######## wave_seq_ctrl ########
**src/rtl/wave_seq_ctrl.sv**
```systemverilog
// Waveform table sequencer: phase accumulator drives a shared LUT address, one of four
// table outputs is registered as the sample. States: IDLE (held) | RUN (stepping) | DONE (one-shot finished)
module wave_seq_ctrl #(
    parameter int ACC_W  = 16,
    parameter int DATA_W = 8
) (
    input  logic                clk_i,
    input  logic                rst_i,
    input  logic                en_i,
    input  logic                cfg_valid_i,
    output logic                cfg_ready_o,
    input  logic [ACC_W-1:0]    cfg_inc_i,
    input  logic [1:0]          cfg_wave_i,
    input  logic                cfg_oneshot_i,
    output logic [7:0]          lut_addr_o,
    input  logic [4*DATA_W-1:0] lut_data_i,
    output logic [DATA_W-1:0]   sample_o,
    output logic                sample_valid_o,
    output logic                wrap_o,
    output logic                busy_o
);

    typedef enum logic [1:0] {
        ST_IDLE = 2'd0,
        ST_RUN  = 2'd1,
        ST_DONE = 2'd2
    } state_t;

    state_t              state_q, state_d;
    logic [ACC_W-1:0]    acc_q, acc_d;
    logic [ACC_W-1:0]    inc_q, inc_d;
    logic [1:0]          wave_q, wave_d;
    logic                oneshot_q, oneshot_d;
    logic                pend_valid_q, pend_valid_d;
    logic [ACC_W-1:0]    pend_inc_q, pend_inc_d;
    logic [1:0]          pend_wave_q, pend_wave_d;
    logic                pend_oneshot_q, pend_oneshot_d;
    logic [DATA_W-1:0]   sample_q, sample_d;
    logic                sample_valid_q, sample_valid_d;
    logic                wrap_q, wrap_d;

    logic [ACC_W:0]      sum_w;
    logic                carry_w;
    logic                accept_w;
    logic                apply_w;
    logic [DATA_W-1:0]   sel_data_w;

    assign sum_w       = {1'b0, acc_q} + {1'b0, inc_q};
    assign carry_w     = sum_w[ACC_W];
    assign cfg_ready_o = !pend_valid_q;
    assign accept_w    = cfg_valid_i && !pend_valid_q;
    assign lut_addr_o  = acc_q[ACC_W-1 -: 8];

    always_comb begin
        sel_data_w = lut_data_i[DATA_W-1:0];
        case (wave_q)
            2'd0:    sel_data_w = lut_data_i[0*DATA_W +: DATA_W];
            2'd1:    sel_data_w = lut_data_i[1*DATA_W +: DATA_W];
            2'd2:    sel_data_w = lut_data_i[2*DATA_W +: DATA_W];
            default: sel_data_w = lut_data_i[3*DATA_W +: DATA_W];
        endcase
    end

    always_comb begin
        state_d        = state_q;
        acc_d          = acc_q;
        inc_d          = inc_q;
        wave_d         = wave_q;
        oneshot_d      = oneshot_q;
        pend_valid_d   = pend_valid_q;
        pend_inc_d     = pend_inc_q;
        pend_wave_d    = pend_wave_q;
        pend_oneshot_d = pend_oneshot_q;
        sample_d       = sample_q;
        sample_valid_d = 1'b0;
        wrap_d         = 1'b0;
        apply_w        = 1'b0;

        case (state_q)
            ST_IDLE: begin
                apply_w = pend_valid_q;
                if (en_i) begin
                    state_d = ST_RUN;
                end
            end
            ST_RUN: begin
                if (!en_i) begin
                    state_d = ST_IDLE;
                end else begin
                    sample_d       = sel_data_w;
                    sample_valid_d = 1'b1;
                    acc_d          = sum_w[ACC_W-1:0];
                    // Settings only change at a period boundary so no period is ever mixed.
                    if (carry_w) begin
                        wrap_d  = 1'b1;
                        apply_w = pend_valid_q;
                        if (oneshot_q) begin
                            state_d = ST_DONE;
                            acc_d   = '0;
                        end
                    end
                end
            end
            ST_DONE: begin
                apply_w = pend_valid_q;
                if (!en_i) begin
                    state_d = ST_IDLE;
                end
            end
            default: begin
                state_d = ST_IDLE;
            end
        endcase

        if (apply_w) begin
            inc_d        = pend_inc_q;
            wave_d       = pend_wave_q;
            oneshot_d    = pend_oneshot_q;
            pend_valid_d = 1'b0;
        end
        if (accept_w) begin
            pend_inc_d     = cfg_inc_i;
            pend_wave_d    = cfg_wave_i;
            pend_oneshot_d = cfg_oneshot_i;
            pend_valid_d   = 1'b1;
        end
    end

    always_ff @(posedge clk_i or posedge rst_i) begin
        if (rst_i) begin
            state_q        <= ST_IDLE;
            acc_q          <= '0;
            inc_q          <= '0;
            wave_q         <= 2'd0;
            oneshot_q      <= 1'b0;
            pend_valid_q   <= 1'b0;
            pend_inc_q     <= '0;
            pend_wave_q    <= 2'd0;
            pend_oneshot_q <= 1'b0;
            sample_q       <= '0;
            sample_valid_q <= 1'b0;
            wrap_q         <= 1'b0;
        end else begin
            state_q        <= state_d;
            acc_q          <= acc_d;
            inc_q          <= inc_d;
            wave_q         <= wave_d;
            oneshot_q      <= oneshot_d;
            pend_valid_q   <= pend_valid_d;
            pend_inc_q     <= pend_inc_d;
            pend_wave_q    <= pend_wave_d;
            pend_oneshot_q <= pend_oneshot_d;
            sample_q       <= sample_d;
            sample_valid_q <= sample_valid_d;
            wrap_q         <= wrap_d;
        end
    end

    assign sample_o       = sample_q;
    assign sample_valid_o = sample_valid_q;
    assign wrap_o         = wrap_q;
    assign busy_o         = (state_q == ST_RUN);

endmodule

```
**config.mk**
```make
export PLATFORM = sky130hd
export DESIGN_NAME = wave_seq_ctrl
export DESIGN_NICKNAME = d
export VERILOG_FILES = /design/src/rtl/wave_seq_ctrl.sv
export SDC_FILE = /design/constraint.sdc
export NUM_CORES = 1
export LEC_CHECK = 0
export CORE_MARGIN = 8
export CORE_UTILIZATION = 51
export DETAILED_ROUTE_END_ITERATION = 10
export GPL_TIMING_DRIVEN = 0
export PLACE_DENSITY = 0.82
export SYNTH_ARGS = -nofsm -noshare
export SYNTH_HDL_FRONTEND = slang
export SYNTH_SLANG_ARGS = --single-unit
```
**constraint.sdc**
```tcl
create_clock -name clk_i -period 2.8 [get_ports clk_i]
set_input_delay 0.56 -clock clk_i [delete_from_list [all_inputs] [get_ports clk_i]]
set_output_delay 0.56 -clock clk_i [all_outputs]
set_load 0.03 [all_outputs]
```
######## sipo_frame_controller ########
<file path="config.mk">
export PLATFORM = sky130hd
export DESIGN_NAME = sipo_frame_controller
export DESIGN_NICKNAME = d
export VERILOG_FILES = /design/src/rtl/sipo_frame_controller.sv
export SDC_FILE = /design/constraint.sdc
export NUM_CORES = 1
export LEC_CHECK = 0
export CORE_MARGIN = 5
export CORE_UTILIZATION = 45
export CTS_CLUSTER_DIAMETER = 100
export CTS_CLUSTER_SIZE = 20
export DETAILED_ROUTE_END_ITERATION = 7
export PLACE_DENSITY = 0.68
export SKIP_CTS_REPAIR_TIMING = 1
export SLEW_MARGIN = 5
export SYNTH_ARGS = -nofsm -noshare
export SYNTH_HDL_FRONTEND = slang
export SYNTH_SLANG_ARGS = --single-unit
</file>
<file path="constraint.sdc">
create_clock -name Clk_In -period 2.3 [get_ports Clk_In]
set_input_delay 0.46 -clock Clk_In [delete_from_list [all_inputs] [get_ports Clk_In]]
set_output_delay 0.46 -clock Clk_In [all_outputs]
set_load 0.03 [all_outputs]
</file>
<file path="src/rtl/sipo_frame_controller.sv">
// Serial-in/parallel-out frame controller: shifts LSB-first bits into words,
// hands each word over valid/ready and flags overrun when the consumer lags.
module sipo_frame_controller #(
    parameter int unsigned DATA_WIDTH      = 16,
    parameter int unsigned WORDS_PER_FRAME = 4
) (
    input  logic                  Clk_In,
    input  logic                  Reset_In,
    input  logic                  Start_In,
    input  logic                  Abort_In,
    input  logic                  Serial_Data_In,
    input  logic                  Bit_Valid_In,
    input  logic                  Word_Ready_In,
    output logic [DATA_WIDTH-1:0] Word_Out,
    output logic                  Word_Valid_Out,
    output logic                  Frame_Done_Out,
    output logic                  Overrun_Out,
    output logic                  Busy_Out
);

    localparam int unsigned BW = $clog2(DATA_WIDTH);
    localparam int unsigned WW = (WORDS_PER_FRAME > 1) ? $clog2(WORDS_PER_FRAME) : 1;

    typedef enum logic [1:0] {IDLE, SHIFT, DONE} state_t;

    state_t                state;
    logic [DATA_WIDTH-1:0] shift_reg;
    logic [DATA_WIDTH-1:0] shifted;
    logic [BW-1:0]         bit_cnt;
    logic [WW-1:0]         word_cnt;
    logic                  word_end;
    logic                  load;

    // Abort outranks completion, so a word never ends on an aborting cycle.
    always_comb begin
        shifted  = {Serial_Data_In, shift_reg[DATA_WIDTH-1:1]};
        word_end = (state == SHIFT) && !Abort_In && Bit_Valid_In &&
                   (bit_cnt == BW'(DATA_WIDTH - 1));
        load     = word_end && (!Word_Valid_Out || Word_Ready_In);
    end

    always_ff @(posedge Clk_In or posedge Reset_In) begin
        if (Reset_In) begin
            state          <= IDLE;
            shift_reg      <= '0;
            bit_cnt        <= '0;
            word_cnt       <= '0;
            Word_Out       <= '0;
            Word_Valid_Out <= 1'b0;
            Frame_Done_Out <= 1'b0;
            Overrun_Out    <= 1'b0;
            Busy_Out       <= 1'b0;
        end else begin
            Frame_Done_Out <= 1'b0;

            // Handshake runs in every state so a pending word survives IDLE.
            if (load) begin
                Word_Out       <= shifted;
                Word_Valid_Out <= 1'b1;
            end else if (Word_Ready_In) begin
                Word_Valid_Out <= 1'b0;
            end

            if (word_end && !load) begin
                Overrun_Out <= 1'b1;
            end

            case (state)
                IDLE: begin
                    if (Start_In) begin
                        state       <= SHIFT;
                        Busy_Out    <= 1'b1;
                        bit_cnt     <= '0;
                        word_cnt    <= '0;
                        shift_reg   <= '0;
                        Overrun_Out <= 1'b0;
                    end
                end
                SHIFT: begin
                    if (Abort_In) begin
                        state    <= IDLE;
                        Busy_Out <= 1'b0;
                        bit_cnt  <= '0;
                        word_cnt <= '0;
                    end else if (Bit_Valid_In) begin
                        shift_reg <= shifted;
                        if (word_end) begin
                            bit_cnt <= '0;
                            if (word_cnt == WW'(WORDS_PER_FRAME - 1)) begin
                                word_cnt       <= '0;
                                state          <= DONE;
                                Busy_Out       <= 1'b0;
                                Frame_Done_Out <= 1'b1;
                            end else begin
                                word_cnt <= word_cnt + 1'b1;
                            end
                        end else begin
                            bit_cnt <= bit_cnt + 1'b1;
                        end
                    end
                end
                DONE: begin
                    state <= IDLE;
                end
                default: begin
                    state <= IDLE;
                end
            endcase
        end
    end

endmodule

</file>
==> wave_seq_ctrl/io_fan.png <==
The bar under the picture is 20 microns long.
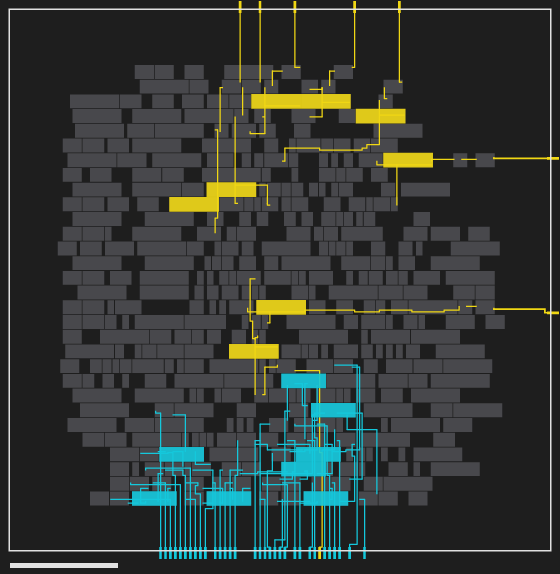
[`lut_addr_o`] yellow | bits: 8 | direction: output | edge: 5 top, 2 right, 1 bottom | end cells: 8 | buffers: 16 | wire: 369 microns
[`lut_data_i`] cyan | bits: 32 | direction: input | edge: bottom | end cells: 8 | buffers: 32 | wire: 864 microns

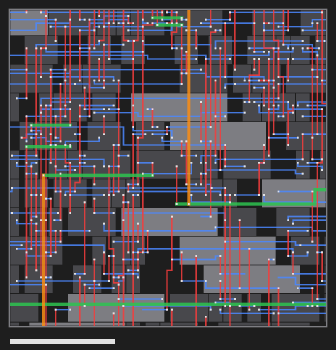
(wave_seq_ctrl/detail.png)
The bar under the picture is 10 microns long. Region (35, 35) to (65, 65) microns. Cells in gray, sequential cells in the stronger gray; small squares are vias.
[metal 3] green
[metal 1] blue
[metal 4] orange
[metal 2] red
sequential cells in the window: 7
cells with their middle in the window: 79
most frequent: nand2_1 (12), a21oi_1 (8)
netlist names of flops here include: `acc_q` (6), `sample_o` (1)

==> impl_results.rst, wave_seq_ctrl <==
Run summary
-----------

.. list-table::
   :header-rows: 1

   * - Metric
     - Value
   * - Setup crit end
     - inc_q[3]
   * - Outcome
     - complete, no violations
   * - Synth top cells by count
     - sky130_fd_sc_hd__dfrtp_1, sky130_fd_sc_hd__nand2_1, sky130_fd_sc_hd__mux2_2
   * - Die X
     - 99.9 microns
   * - Multi-input combinational cell area
     - ~1800 sq um
   * - Share of cells above drive strength 1
     - 0.203
   * - Post-synth EDFFs
     - 0
   * - GP Congestion
     - approximately 0.85
   * - Sequential portion of the cell area
     - 0.358
   * - Seq cells post-synth
     - 67
   * - Startpoint kind of the worst setup timing path
     - register
   * - CLK BUF
     - 10
   * - Number of tap instances
     - around 96
   * - Final period demand of the worst path
     - approximately 2600 ps
   * - Worst setup startpoint
     - inc_q[0]
   * - Number of buffers outside the clock class in the layout
     - 94
   * - CTS sink count
     - around 67
   * - Clock Latency Late Sink
     - around 350 ps
   * - Most repeated cell in the gate-level netlist after synthesis
     - sky130_fd_sc_hd__dfrtp_1
   * - Power drawn by the combinational cells
     - roughly 3400 uW
   * - Antenna diodes
     - 0
   * - Number of nets still failing antenna checks after routing
     - 0
   * - Worst Path Required
     - a little over 3000 ps
   * - TritonCTS clock tree
     - yes
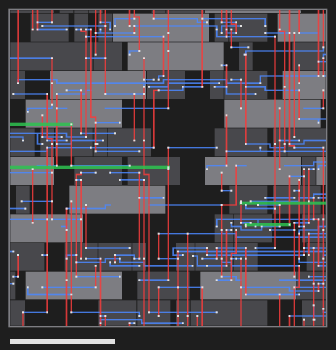
(sipo_frame_controller/detail.png)
The bar under the picture is 10 microns long. Region (22, 22) to (52, 52) microns. Cells in gray, sequential cells in the stronger gray; small squares are vias.
[metal 3] green
[metal 1] blue
[metal 2] red
cells with their middle in the window: 54
netlist names of flops here include: `shift_reg` (5), `Word_Out` (2), `bit_cnt` (2)
most frequent: dfrtp_1 (11), mux2i_1 (6), nand2_1 (5)
sequential cells in the window: 11

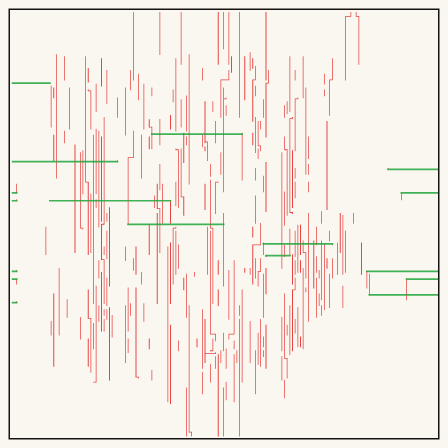
(sipo_frame_controller/wires.png)
Only two layers are drawn.
[metal 3] green | wire length: 141 microns
[metal 2] red | wire length: 1720 microns

==> impl_results.rst, sipo_frame_controller <==
Run summary
-----------

.. list-table::
   :header-rows: 1

   * - Metric
     - Value
   * - Met3 Track Usage GR
     - 0.0419
   * - Proportion of synthesized area in mux cells
     - 0.183
   * - Clock Latency Late Sink
     - approximately 280 ps
   * - Commonest non-fill, non-tap cells in the layout
     - sky130_fd_sc_hd__dfrtp_1, sky130_fd_sc_hd__clkdlybuf4s50_1, sky130_fd_sc_hd__inv_1
   * - Leak
     - between 0.001 and 0.0015 uW
   * - Top cells, area
     - sky130_fd_sc_hd__dfrtp_1, sky130_fd_sc_hd__mux2_2, sky130_fd_sc_hd__mux2i_1
   * - Worst reg2reg endpoint
     - Word_Out[7]
   * - Via density per instance
     - just over 5
   * - HPWL Detailed
     - about 2500 microns
   * - Clock-cell share of area
     - 0.0516
   * - Sw Ratio
     - 0.233
   * - Clock network fraction of design power
     - 0.388
   * - Setup crit end
     - Word_Out[7]
   * - Most utilized layer in the global route result
     - met2
   * - DR WL met2
     - ~1700 microns
   * - Crit path largest cell delay
     - about 440 ps
   * - Dpl cells
     - around 230
   * - Number of primary I/O pins
     - 27
   * - Seq cells post-synth
     - ~43
   * - Crit-path leading delay family
     - simple AND/OR/NAND/NOR gates
   * - Maximum clock rate
     - 527 MHz
   * - Power drawn by the combinational cells
     - approximately 170 uW
   * - Sequential share of the synthesized area
     - 0.580
   * - Outcome
     - complete, no violations
   * - Startpoint kind of the worst setup timing path
     - primary input
   * - Final worst-path setup slack
     - around 400 ps
   * - Global routing met1 resource utilization
     - 0.186
   * - Top Layer Used
     - met4


==> screenshots <==
Clock nets.
picture 1
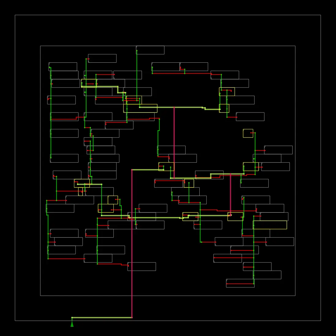
picture 2
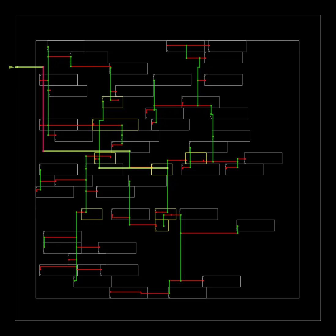
picture 2 -> sipo_frame_controller
picture 1 -> wave_seq_ctrl
- most sequential cells: picture 1
- most clock buffers: picture 1

Power figures rest on the tool's default switching activity, not on a simulated workload.
